==================== fetch_unit_flat
**fetch_unit_flat: routing congestion**

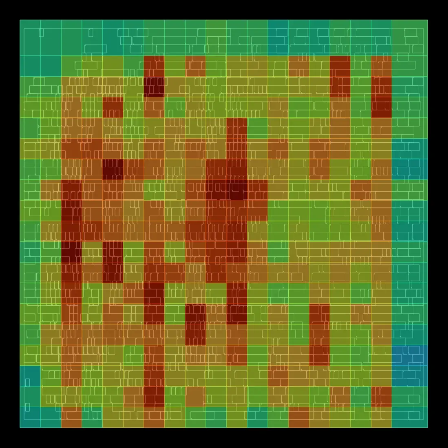

### src/rtl/fetch_unit_if.sv
// fetch_unit_if: memory request/response, redirect and decode-side handshakes of the fetch stage
interface fetch_unit_if;
  logic        imem_req_valid;
  logic        imem_req_ready;
  logic [31:0] imem_req_addr;
  logic        imem_resp_valid;
  logic [31:0] imem_resp_data;
  logic        redirect_valid;
  logic [31:0] redirect_pc;
  logic        if_valid;
  logic        if_ready;
  logic [31:0] if_pc;
  logic [31:0] if_instr;
  modport master (
    output imem_req_valid, imem_req_addr, if_valid, if_pc, if_instr,
    input  imem_req_ready, imem_resp_valid, imem_resp_data, redirect_valid, redirect_pc, if_ready
  );
  modport slave (
    input  imem_req_valid, imem_req_addr, if_valid, if_pc, if_instr,
    output imem_req_ready, imem_resp_valid, imem_resp_data, redirect_valid, redirect_pc, if_ready
  );
endinterface

### src/rtl/fetch_unit.sv
// fetch_unit: credit-limited sequential instruction fetch with an in-order queue and redirect squashing
module fetch_unit #(
  parameter logic [31:0] RESET_PC = 32'h0000_0000,
  parameter int          DEPTH    = 2
) (
  input logic          clk,
  input logic          rst_n,
  fetch_unit_if.master bus
);
  localparam int P = $clog2(DEPTH);
  localparam int W = P + 1;
  localparam logic [W:0] LIM = DEPTH[W:0];
  logic          run;
  logic [31:0]   fetch_pc, resp_pc, target;
  logic [W-1:0]  count, outstanding, drop_cnt, out_next;
  logic [P-1:0]  head, tail;
  logic [31:0]   q_pc [DEPTH];
  logic [31:0]   q_instr [DEPTH];
  logic          req_fire, resp_ok, drop, push, pop;
  // run holds the request port quiet for the reset cycle itself
  assign bus.imem_req_valid = run & (({1'b0, outstanding} + {1'b0, count}) < LIM);
  assign bus.imem_req_addr  = fetch_pc;
  assign bus.if_valid       = count != '0;
  assign bus.if_pc          = q_pc[head];
  assign bus.if_instr       = q_instr[head];
  assign target   = bus.redirect_pc & 32'hFFFF_FFFC;
  assign req_fire = bus.imem_req_valid & bus.imem_req_ready;
  assign resp_ok  = bus.imem_resp_valid & (outstanding != '0);
  assign drop     = resp_ok & (drop_cnt != '0);
  assign push     = resp_ok & (drop_cnt == '0) & ~bus.redirect_valid;
  assign pop      = bus.if_valid & bus.if_ready;
  assign out_next = outstanding + W'(req_fire) - W'(resp_ok);
  always_ff @(posedge clk) begin
    if (!rst_n) begin
      run         <= 1'b0;
      fetch_pc    <= RESET_PC;
      resp_pc     <= RESET_PC;
      count       <= '0;
      outstanding <= '0;
      drop_cnt    <= '0;
      head        <= '0;
      tail        <= '0;
      for (int i = 0; i < DEPTH; i++) begin
        q_pc[i]    <= '0;
        q_instr[i] <= '0;
      end
    end else begin
      run         <= 1'b1;
      outstanding <= out_next;
      if (bus.redirect_valid) begin
        // everything still in flight after this edge belongs to the old stream
        fetch_pc <= target;
        resp_pc  <= target;
        count    <= '0;
        head     <= '0;
        tail     <= '0;
        drop_cnt <= out_next;
      end else begin
        if (req_fire) fetch_pc <= fetch_pc + 32'd4;
        if (push) begin
          q_pc[tail]    <= resp_pc;
          q_instr[tail] <= bus.imem_resp_data;
          tail          <= tail + P'(1);
          resp_pc       <= resp_pc + 32'd4;
        end
        if (pop) head <= head + P'(1);
        if (drop) drop_cnt <= drop_cnt - W'(1);
        count <= count + W'(push) - W'(pop);
      end
    end
  end
endmodule

### src/flat_wrapper.sv
// flat-port wrapper written by rule: the top's interface ports become plain ports
module fetch_unit_flat 
#(
  parameter logic [31:0] RESET_PC = 32'h0000_0000,
  parameter int          DEPTH    = 2
)
  (clk, rst_n, bus_imem_req_valid, bus_imem_req_addr, bus_if_valid, bus_if_pc, bus_if_instr, bus_imem_req_ready, bus_imem_resp_valid, bus_imem_resp_data, bus_redirect_valid, bus_redirect_pc, bus_if_ready);
  fetch_unit_if bus_i ();
  input logic clk;
  input logic rst_n;
  output wire logic [$bits(bus_i.imem_req_valid)-1:0] bus_imem_req_valid;
  output wire logic [$bits(bus_i.imem_req_addr)-1:0] bus_imem_req_addr;
  output wire logic [$bits(bus_i.if_valid)-1:0] bus_if_valid;
  output wire logic [$bits(bus_i.if_pc)-1:0] bus_if_pc;
  output wire logic [$bits(bus_i.if_instr)-1:0] bus_if_instr;
  input wire logic [$bits(bus_i.imem_req_ready)-1:0] bus_imem_req_ready;
  input wire logic [$bits(bus_i.imem_resp_valid)-1:0] bus_imem_resp_valid;
  input wire logic [$bits(bus_i.imem_resp_data)-1:0] bus_imem_resp_data;
  input wire logic [$bits(bus_i.redirect_valid)-1:0] bus_redirect_valid;
  input wire logic [$bits(bus_i.redirect_pc)-1:0] bus_redirect_pc;
  input wire logic [$bits(bus_i.if_ready)-1:0] bus_if_ready;
  assign bus_imem_req_valid = bus_i.imem_req_valid;
  assign bus_imem_req_addr = bus_i.imem_req_addr;
  assign bus_if_valid = bus_i.if_valid;
  assign bus_if_pc = bus_i.if_pc;
  assign bus_if_instr = bus_i.if_instr;
  assign bus_i.imem_req_ready = bus_imem_req_ready;
  assign bus_i.imem_resp_valid = bus_imem_resp_valid;
  assign bus_i.imem_resp_data = bus_imem_resp_data;
  assign bus_i.redirect_valid = bus_redirect_valid;
  assign bus_i.redirect_pc = bus_redirect_pc;
  assign bus_i.if_ready = bus_if_ready;
  fetch_unit #(.RESET_PC(RESET_PC), .DEPTH(DEPTH)) u_core (.clk(clk), .rst_n(rst_n), .bus(bus_i));
endmodule
### config.mk
export PLATFORM = sky130hd
export DESIGN_NAME = fetch_unit_flat
export DESIGN_NICKNAME = d
export VERILOG_FILES = /design/src/rtl/fetch_unit_if.sv /design/src/rtl/fetch_unit.sv /design/src/flat_wrapper.sv
export SDC_FILE = /design/constraint.sdc
export NUM_CORES = 1
export LEC_CHECK = 0
export ABC_AREA = 1
export CORE_UTILIZATION = 55
export CTS_BUF_LIST = sky130_fd_sc_hd__clkbuf_8
export CTS_CLUSTER_DIAMETER = 40
export CTS_CLUSTER_SIZE = 40
export DETAILED_ROUTE_END_ITERATION = 16
export PLACE_DENSITY_LB_ADDON = 0.15
export SLEW_MARGIN = 40
export SYNTH_ARGS = -nofsm -noshare
export SYNTH_HDL_FRONTEND = slang
export SYNTH_SLANG_ARGS = --single-unit
export TNS_END_PERCENT = 10
### constraint.sdc
create_clock -name clk -period 3.73 [get_ports clk]
set_clock_uncertainty 0.15 [all_clocks]
set_input_delay 0.5595 -clock clk [delete_from_list [all_inputs] [get_ports clk]]
set_output_delay 0.5595 -clock clk [all_outputs]
set_load 0.01 [all_outputs]
==================== alu_seq
===== src/rtl/alu_seq.sv =====
// alu_seq: registered WIDTH-bit ALU with flags, valid/ready in and out,
// and a shift-add multiply that takes one iteration per clock.
//
// Ports:
//   clk, rst_n          clock, async active-low reset
//   in_valid/in_ready   operand handshake (a, b, op)
//   out_valid/out_ready result handshake (result, result_hi, flags)
//   carry, zero, ovf    carry/borrow, all-zero, signed overflow
module alu_seq #(
  parameter int WIDTH = 8
) (
  input  logic             clk,
  input  logic             rst_n,
  input  logic             in_valid,
  output logic             in_ready,
  input  logic [WIDTH-1:0] a,
  input  logic [WIDTH-1:0] b,
  input  logic [3:0]       op,
  output logic             out_valid,
  input  logic             out_ready,
  output logic [WIDTH-1:0] result,
  output logic [WIDTH-1:0] result_hi,
  output logic             carry,
  output logic             zero,
  output logic             ovf
);

  localparam int CW = $clog2(WIDTH + 1);
  localparam logic [CW-1:0] LAST = CW'(WIDTH - 1);
  localparam int MSB = WIDTH - 1;

  typedef enum logic [1:0] {
    S_IDLE,
    S_MUL,
    S_DONE
  } state_t;

  state_t state;
  state_t state_nx;

  logic             accept;
  logic             is_mul;
  logic             last_iter;
  logic [CW-1:0]    cnt;
  logic [2*WIDTH-1:0] acc;
  logic [2*WIDTH-1:0] mcand;
  logic [2*WIDTH-1:0] acc_add;
  logic [WIDTH-1:0] mplier;

  logic [WIDTH:0]   sum;
  logic [WIDTH-1:0] addend;
  logic [WIDTH-1:0] r_nx;
  logic             c_nx;
  logic             v_nx;

  // in_ready is forced low while reset is held
  assign in_ready = rst_n &&
    ((state == S_IDLE) ||
     (state == S_DONE && out_ready));
  assign accept    = in_valid && in_ready;
  assign is_mul    = (op == 4'd9);
  assign out_valid = (state == S_DONE);
  assign last_iter = (cnt == LAST);
  assign acc_add   = mplier[0] ? acc + mcand : acc;

  always_ff @(posedge clk or negedge rst_n) begin
    if (!rst_n) begin
      state <= S_IDLE;
    end else begin
      state <= state_nx;
    end
  end

  always_comb begin
    state_nx = state;
    unique case (state)
      S_IDLE: begin
        if (accept) begin
          state_nx = is_mul ? S_MUL : S_DONE;
        end
      end
      S_MUL: begin
        if (last_iter) begin
          state_nx = S_DONE;
        end
      end
      S_DONE: begin
        if (accept) begin
          state_nx = is_mul ? S_MUL : S_DONE;
        end else if (out_ready) begin
          state_nx = S_IDLE;
        end
      end
      default: state_nx = S_IDLE;
    endcase
  end

  always_comb begin
    addend = b;
    sum    = '0;
    r_nx   = '0;
    c_nx   = 1'b0;
    v_nx   = 1'b0;
    case (op)
      4'd1: begin
        addend = b << 1;
        sum    = {1'b0, a} + {1'b0, addend};
        r_nx   = sum[WIDTH-1:0];
        c_nx   = sum[WIDTH];
      end
      4'd2: begin
        sum  = {1'b0, a} - {1'b0, b};
        r_nx = sum[WIDTH-1:0];
        c_nx = sum[WIDTH];
        v_nx = (a[MSB] != b[MSB]) &&
               (r_nx[MSB] != a[MSB]);
      end
      4'd3: begin
        addend = b >> 1;
        sum    = {1'b0, a} + {1'b0, addend};
        r_nx   = sum[WIDTH-1:0];
        c_nx   = sum[WIDTH];
      end
      4'd4: r_nx = '0;
      4'd5: r_nx = a | b;
      4'd6: r_nx = a & b;
      4'd7: begin
        r_nx = b << 1;
        c_nx = b[MSB];
      end
      4'd8: r_nx = a ^ b;
      4'd9: r_nx = '0;
      default: begin
        sum  = {1'b0, a} + {1'b0, b};
        r_nx = sum[WIDTH-1:0];
        c_nx = sum[WIDTH];
        v_nx = (a[MSB] == b[MSB]) &&
               (r_nx[MSB] != a[MSB]);
      end
    endcase
  end

  always_ff @(posedge clk or negedge rst_n) begin
    if (!rst_n) begin
      result    <= '0;
      result_hi <= '0;
      carry     <= 1'b0;
      zero      <= 1'b0;
      ovf       <= 1'b0;
      acc       <= '0;
      mcand     <= '0;
      mplier    <= '0;
      cnt       <= '0;
    end else begin
      if (accept && is_mul) begin
        acc    <= '0;
        mcand  <= {{WIDTH{1'b0}}, a};
        mplier <= b;
        cnt    <= '0;
      end else if (state == S_MUL) begin
        acc    <= acc_add;
        mcand  <= mcand << 1;
        mplier <= mplier >> 1;
        cnt    <= cnt + CW'(1);
        if (last_iter) begin
          result    <= acc_add[WIDTH-1:0];
          result_hi <= acc_add[2*WIDTH-1:WIDTH];
          carry     <= 1'b0;
          ovf       <= 1'b0;
          zero      <= (acc_add == '0);
        end
      end
      // results of a MUL start leave the old outputs untouched
      if (accept && !is_mul) begin
        result    <= r_nx;
        result_hi <= '0;
        carry     <= c_nx;
        ovf       <= v_nx;
        zero      <= (r_nx == '0);
      end
    end
  end

endmodule


===== config.mk =====
export PLATFORM = sky130hd
export DESIGN_NAME = alu_seq
export DESIGN_NICKNAME = d
export VERILOG_FILES = /design/src/rtl/alu_seq.sv
export SDC_FILE = /design/constraint.sdc
export NUM_CORES = 1
export LEC_CHECK = 0
export ABC_AREA = 1
export CORE_AREA = 4 4 117 119
export CTS_BUF_LIST = sky130_fd_sc_hd__clkbuf_16
export DETAILED_ROUTE_END_ITERATION = 12
export DIE_AREA = 0 0 121 123
export GPL_ROUTABILITY_DRIVEN = 1
export PLACE_DENSITY = 0.67
export SYNTH_ARGS = -nofsm -noshare
export SYNTH_HDL_FRONTEND = slang
export SYNTH_SLANG_ARGS = --single-unit

===== constraint.sdc =====
create_clock -name clk -period 2 [get_ports clk]
set_input_delay 0.4 -clock clk [delete_from_list [all_inputs] [get_ports clk]]
set_output_delay 0.4 -clock clk [all_outputs]
set_load 0.02 [all_outputs]

**alu_seq: port wiring**

Bar = 20 um.
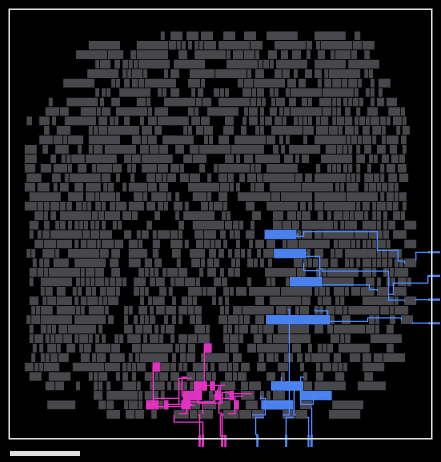
`result`: drawn in blue, bits 8, direction output, end cells 8, buffers 8, wire 296 um. `op`: drawn in magenta, bits 4, direction input, end cells 15, buffers 7, wire 190 um.

==> out/metrics.yaml, alu_seq <==
placed_design:
  placed_area_mm2: 0.00755
  pre_cts_ws_ns: -0.785
  post-dp-hpwl_mm: 15.3
floorplan:
  io_pins: 45
  core_mm2: 0.0126
  die_y_um: 123
  tap_cells: 172
global_route:
  track_usage_pct: 27.2
  overflow: 0
cells_and_area:
  final_cell_area_mm2: 0.00878
  sh_comb_area_pct: 49.2
  layout.cells.non_filler: 1265
  diodes: 0
  inv_count: 131
  clk_share_pct: 3.25
cts:
  post_cts_buffers: 6
  cts_root_buf: "clkbuf_16"
  clock-sinks: 65
  cts_tree: "built"
timing:
  setup_viol_count_final: 9
  fin_crit_sh_pct: 115
  relSlewSlack_pct: 44.7
  fin_ws_ns: -0.291
status:
  status: "finished with violations"
  violations: "setup timing"
drt:
  viasPerCell: 5.20
power_and_ir_drop:
  total_leakage_power_nw: 4.47
logic_synthesis:
  yosys_area_mm2: 0.00572
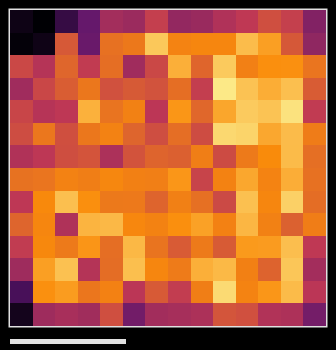
**Above:** fetch_unit_flat (cell density map).
Bar = 50 um. The die is cut into 14 by 14 equal tiles; black is low, pale yellow is high, 0 to 100% covered.
1.0% of the tiles are nearly empty. The emptiest ninth of the die: top left. 26% of the tiles are over 75% full. The mean over all tiles is 64%.

## Picture notes: 'routing congestion' of fetch_unit_flat
M2 GR Usage: 44.7%
GRT Overall Usage: 26.6%

==> out/metrics.yaml, fetch_unit_flat <==
status:
  status: "finished clean"
worst_setup_path:
  rr_endpoint: "u_core.bus.imem_req_addr[14]"
  cp.depth: 3
  crit_path_start_kind: "flop"
  worstPathArrival_ns: 2.34
cts:
  cts_max_level: 4
  clkTransAtPathRegs_ns: 0.09
logic_synthesis:
  synth.most_common_cell: "nand2_1"
  yosys_area_mm2: 0.00990
  synthMuxAreaShare_pct: 7.06
  logic_family: "simple AND/OR/NAND/NOR gates"
  ys_sh_aoi_pct: 6.21
placed_design:
  gp_congestion: 0.936
  post-dp-hpwl_mm: 16.3
cells_and_area:
  diodes: 0
  ff_count: 194
power_and_ir_drop:
  maxPowerGroup: "sequential cells"

==> layout pictures side by side <==
Supply network.
Plate I
Bar = 20 um. Pins as bars on the die edge.
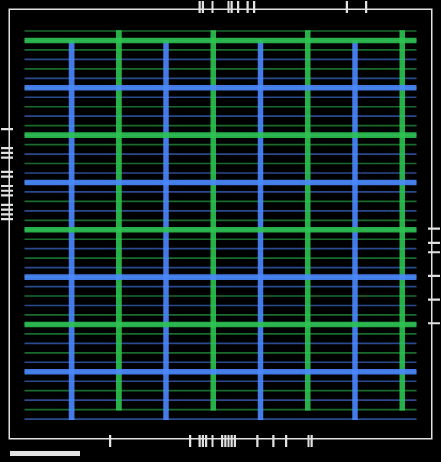
Plate II
Bar = 50 um. Pins as bars on the die edge.
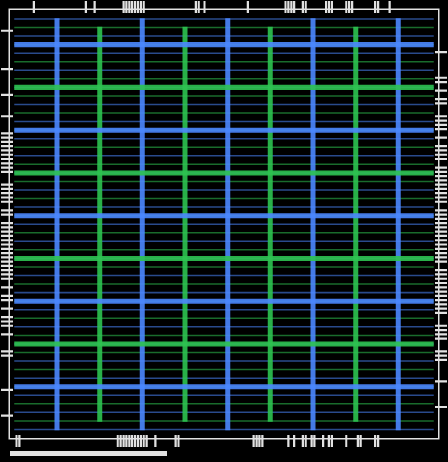
Plate II is fetch_unit_flat.
Plate I is alu_seq.


==================== uart_rx_cfg
**uart_rx_cfg: cells colored by class**

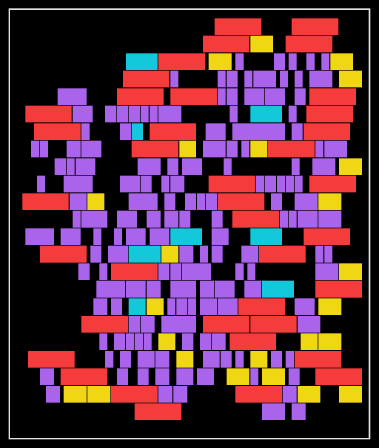
**uart_rx_cfg: supply network**

Bar = 20 um. Pins as bars on the die edge.
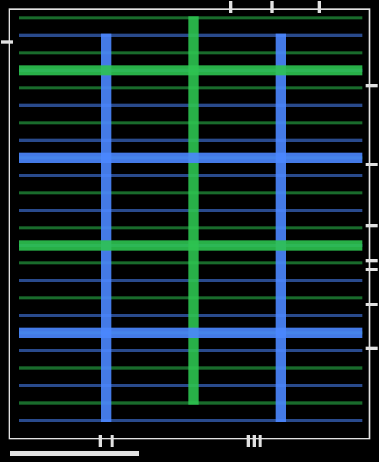
**uart_rx_cfg: port wiring**

Bar = 20 um.
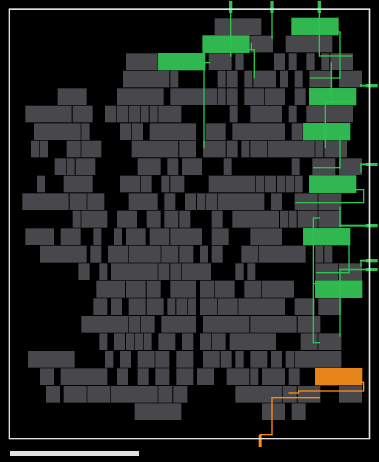
==> config.mk <==
export PLATFORM = sky130hd
export DESIGN_NAME = uart_rx_cfg
export DESIGN_NICKNAME = d
export VERILOG_FILES = /design/src/rtl/uart_pkg.sv /design/src/rtl/uart_rx_sampler.sv /design/src/rtl/uart_rx_cfg.sv
export SDC_FILE = /design/constraint.sdc
export NUM_CORES = 1
export LEC_CHECK = 0
export CORE_ASPECT_RATIO = 1.2
export CORE_UTILIZATION = 51
export CTS_CLUSTER_SIZE = 30
export DETAILED_ROUTE_END_ITERATION = 10
export PLACE_DENSITY = 0.75
export SYNTH_ARGS = -nofsm -noshare
export SYNTH_HDL_FRONTEND = slang
export SYNTH_HIERARCHICAL = 1
export SYNTH_SLANG_ARGS = --single-unit
==> constraint.sdc <==
create_clock -name clk_i -period 2.3 [get_ports clk_i]
set_input_delay 0.46 -clock clk_i [delete_from_list [all_inputs] [get_ports clk_i]]
set_output_delay 0.46 -clock clk_i [all_outputs]
set_load 0.005 [all_outputs]
==> src/rtl/uart_pkg.sv <==
// Shared types and legal parameter ranges for the oversampling UART receiver.
package uart_pkg;

    typedef enum logic [1:0] {
        PARITY_NONE = 2'd0,
        PARITY_EVEN = 2'd1,
        PARITY_ODD  = 2'd2
    } parity_e;

    typedef enum logic [2:0] {
        ST_IDLE    = 3'd0,
        ST_START   = 3'd1,
        ST_DATA    = 3'd2,
        ST_PARITY  = 3'd3,
        ST_STOP    = 3'd4,
        ST_DELIVER = 3'd5
    } uart_rx_state_e;

    localparam int TICKS_MIN     = 4;
    localparam int TICKS_MAX     = 65535;
    localparam int DATA_BITS_MIN = 5;
    localparam int DATA_BITS_MAX = 9;
    localparam int STOP_BITS_MIN = 1;
    localparam int STOP_BITS_MAX = 2;

endpackage

==> src/rtl/uart_rx_sampler.sv <==
// Line synchroniser, per-bit tick counter and 3-tap majority vote around the bit centre.
module uart_rx_sampler
    import uart_pkg::*;
#(
    parameter int TicksPerBaud = 16
) (
    input  logic clk_i,
    input  logic rst_i,
    input  logic rx_ni,
    input  logic run_i,
    output logic rxs_o,
    output logic sample_stb_o,
    output logic bit_value_o,
    output logic wrap_stb_o
);
    localparam int TW = $clog2(TicksPerBaud);
    localparam logic [TW-1:0] MID_M1 = TW'(TicksPerBaud / 2 - 1);
    localparam logic [TW-1:0] MID    = TW'(TicksPerBaud / 2);
    localparam logic [TW-1:0] MID_P1 = TW'(TicksPerBaud / 2 + 1);
    localparam logic [TW-1:0] LAST   = TW'(TicksPerBaud - 1);

    logic          s1_q, s1_d;
    logic          s2_q, s2_d;
    logic          tap0_q, tap0_d;
    logic          tap1_q, tap1_d;
    logic [TW-1:0] tick_q, tick_d;

    // Tick counter is held at 0 whenever the receiver is not inside a frame.
    always_comb begin
        s1_d   = rx_ni;
        s2_d   = s1_q;
        tap0_d = tap0_q;
        tap1_d = tap1_q;
        tick_d = '0;
        if (run_i) begin
            tick_d = (tick_q == LAST) ? '0 : tick_q + TW'(1);
            if (tick_q == MID_M1) tap0_d = s2_q;
            if (tick_q == MID)    tap1_d = s2_q;
        end
    end

    always_ff @(posedge clk_i) begin
        if (rst_i) begin
            s1_q   <= 1'b1;
            s2_q   <= 1'b1;
            tap0_q <= 1'b1;
            tap1_q <= 1'b1;
            tick_q <= '0;
        end else begin
            s1_q   <= s1_d;
            s2_q   <= s2_d;
            tap0_q <= tap0_d;
            tap1_q <= tap1_d;
            tick_q <= tick_d;
        end
    end

    assign rxs_o        = s2_q;
    assign sample_stb_o = run_i && (tick_q == MID_P1);
    assign wrap_stb_o   = run_i && (tick_q == LAST);
    assign bit_value_o  = (tap0_q & tap1_q) | (tap0_q & s2_q) | (tap1_q & s2_q);

endmodule

==> src/rtl/uart_rx_cfg.sv <==
// Parametrised UART receiver: frame FSM, LSB-first shifter and one-entry valid/ready output.
module uart_rx_cfg
    import uart_pkg::*;
#(
    parameter int TicksPerBaud = 16,
    parameter int DataBits     = 8,
    parameter int ParityMode   = 0,
    parameter int StopBits     = 1
) (
    input  logic                clk_i,
    input  logic                rst_i,
    input  logic                uart_rx_ni,
    output logic                rx_valid_o,
    input  logic                rx_ready_i,
    output logic [DataBits-1:0] rx_data_o,
    output logic                rx_parity_err_o,
    output logic                rx_frame_err_o,
    output logic                rx_overrun_o
);
    localparam int      BW     = $clog2(DataBits + 1);
    localparam parity_e PARITY = parity_e'(ParityMode[1:0]);

    if (TicksPerBaud < TICKS_MIN || TicksPerBaud > TICKS_MAX) begin : g_bad_ticks
        $error("uart_rx_cfg: TicksPerBaud out of range 4..65535");
    end
    if (DataBits < DATA_BITS_MIN || DataBits > DATA_BITS_MAX) begin : g_bad_data
        $error("uart_rx_cfg: DataBits out of range 5..9");
    end
    if (ParityMode < 0 || ParityMode > 2) begin : g_bad_parity
        $error("uart_rx_cfg: ParityMode must be 0, 1 or 2");
    end
    if (StopBits < STOP_BITS_MIN || StopBits > STOP_BITS_MAX) begin : g_bad_stop
        $error("uart_rx_cfg: StopBits must be 1 or 2");
    end

    uart_rx_state_e      state_q, state_d;
    logic                armed_q, armed_d;
    logic [DataBits-1:0] shift_q, shift_d;
    logic [BW-1:0]       bit_cnt_q, bit_cnt_d;
    logic                stop_cnt_q, stop_cnt_d;
    logic                perr_q, perr_d;
    logic                ferr_q, ferr_d;
    logic                valid_q, valid_d;
    logic [DataBits-1:0] data_q, data_d;
    logic                perr_out_q, perr_out_d;
    logic                ferr_out_q, ferr_out_d;
    logic                overrun_q, overrun_d;

    logic run, rxs, sample_stb, bit_value, wrap_stb;

    assign run = (state_q == ST_START) || (state_q == ST_DATA) ||
                 (state_q == ST_PARITY) || (state_q == ST_STOP);

    uart_rx_sampler #(
        .TicksPerBaud(TicksPerBaud)
    ) u_sampler (
        .clk_i       (clk_i),
        .rst_i       (rst_i),
        .rx_ni       (uart_rx_ni),
        .run_i       (run),
        .rxs_o       (rxs),
        .sample_stb_o(sample_stb),
        .bit_value_o (bit_value),
        .wrap_stb_o  (wrap_stb)
    );

    always_comb begin
        state_d    = state_q;
        armed_d    = armed_q;
        shift_d    = shift_q;
        bit_cnt_d  = bit_cnt_q;
        stop_cnt_d = stop_cnt_q;
        perr_d     = perr_q;
        ferr_d     = ferr_q;
        case (state_q)
            ST_IDLE: begin
                // After a framing error the line must be seen idle before a new start is accepted.
                if (!armed_q) begin
                    armed_d = rxs;
                end else if (!rxs) begin
                    state_d    = ST_START;
                    perr_d     = 1'b0;
                    ferr_d     = 1'b0;
                    bit_cnt_d  = '0;
                    stop_cnt_d = 1'b0;
                end
            end
            ST_START: begin
                if (sample_stb && bit_value) state_d = ST_IDLE;
                else if (wrap_stb)           state_d = ST_DATA;
            end
            ST_DATA: begin
                if (sample_stb) begin
                    shift_d   = {bit_value, shift_q[DataBits-1:1]};
                    bit_cnt_d = bit_cnt_q + BW'(1);
                end
                if (wrap_stb && (bit_cnt_d == BW'(DataBits))) begin
                    bit_cnt_d = '0;
                    state_d   = (PARITY == PARITY_NONE) ? ST_STOP : ST_PARITY;
                end
            end
            ST_PARITY: begin
                if (sample_stb) perr_d = ((^shift_q) ^ bit_value) != (PARITY == PARITY_ODD);
                if (wrap_stb)   state_d = ST_STOP;
            end
            ST_STOP: begin
                // Leaving at the centre of the last stop bit gives half a bit of slack for the next start.
                if (sample_stb) begin
                    if (!bit_value) ferr_d = 1'b1;
                    if (stop_cnt_q == 1'(StopBits - 1)) state_d = ST_DELIVER;
                    else                                 stop_cnt_d = 1'b1;
                end
            end
            ST_DELIVER: begin
                state_d = ST_IDLE;
                armed_d = !ferr_q;
            end
            default: state_d = ST_IDLE;
        endcase
    end

    // A pop in the same cycle as DELIVER frees the slot, so that case loads rather than overruns.
    always_comb begin
        valid_d    = valid_q;
        data_d     = data_q;
        perr_out_d = perr_out_q;
        ferr_out_d = ferr_out_q;
        overrun_d  = 1'b0;
        if (state_q == ST_DELIVER) begin
            if (!valid_q || rx_ready_i) begin
                valid_d    = 1'b1;
                data_d     = shift_q;
                perr_out_d = perr_q;
                ferr_out_d = ferr_q;
            end else begin
                overrun_d = 1'b1;
            end
        end else if (valid_q && rx_ready_i) begin
            valid_d = 1'b0;
        end
    end

    always_ff @(posedge clk_i) begin
        if (rst_i) begin
            state_q    <= ST_IDLE;
            armed_q    <= 1'b1;
            shift_q    <= '0;
            bit_cnt_q  <= '0;
            stop_cnt_q <= 1'b0;
            perr_q     <= 1'b0;
            ferr_q     <= 1'b0;
            valid_q    <= 1'b0;
            data_q     <= '0;
            perr_out_q <= 1'b0;
            ferr_out_q <= 1'b0;
            overrun_q  <= 1'b0;
        end else begin
            state_q    <= state_d;
            armed_q    <= armed_d;
            shift_q    <= shift_d;
            bit_cnt_q  <= bit_cnt_d;
            stop_cnt_q <= stop_cnt_d;
            perr_q     <= perr_d;
            ferr_q     <= ferr_d;
            valid_q    <= valid_d;
            data_q     <= data_d;
            perr_out_q <= perr_out_d;
            ferr_out_q <= ferr_out_d;
            overrun_q  <= overrun_d;
        end
    end

    assign rx_valid_o      = valid_q;
    assign rx_data_o       = data_q;
    assign rx_parity_err_o = perr_out_q;
    assign rx_frame_err_o  = ferr_out_q;
    assign rx_overrun_o    = overrun_q;

endmodule
==> out/metrics.yaml <==
status:
  status: "finished clean"
cells_and_area:
  fill_cells: 304
  sh_seq_area_pct: 36.5
  combGateArea_um2: 943
  fin_util_pct: 62.5
timing:
  clock_skew_ns: 0.00488
  finalCriticalPeriod_ns: 2.05
worst_setup_path:
  startpoint: "state_q[0]"
  r2r_start: "state_q[0]"
  r2r_cells: 9
power_and_ir_drop:
  powerDensity_mw_per_mm2: 561
drt:
  wl_met2_mm: 1.89
cts:
  numCtsBuffers: 5
  clk_latency_ns: 0.28
global_route:
  grt_max_degree: 18
logic_synthesis:
  logic_family: "simple AND/OR/NAND/NOR gates"
  synth_nets: 209
  synth.most_common_cell: "dfxtp_1"
floorplan:
  fp-row-count: 23
  fp.dieW_um: 55.7
placed_design:
  gp_congestion: 0.835
## Picture notes: 'cells colored by class' of uart_rx_cfg
combinational and other logic: drawn in purple, cells 154, share of their area 47%. clock drivers and dummy loads: drawn in cyan, cells 8, share of their area 4.7%. other buffers and delay cells: drawn in yellow, cells 24, share of their area 11%. flops: drawn in red, cells 38, share of their area 37%.

## Picture notes: 'supply network' of uart_rx_cfg
VDD: drawn in green. VSS: drawn in blue.
16 signal pins sit on the boundary. The core has 23 rows. 3 straps on met4. 4 straps on met5.

## Picture notes: 'port wiring' of uart_rx_cfg
`rx_data_o`: drawn in green, bits 8, direction output, end cells 8, buffers 8, wire 163 um. `rx_valid_o`: drawn in orange, bits 1, direction output, end cells 1, buffers 1, wire 29.0 um.


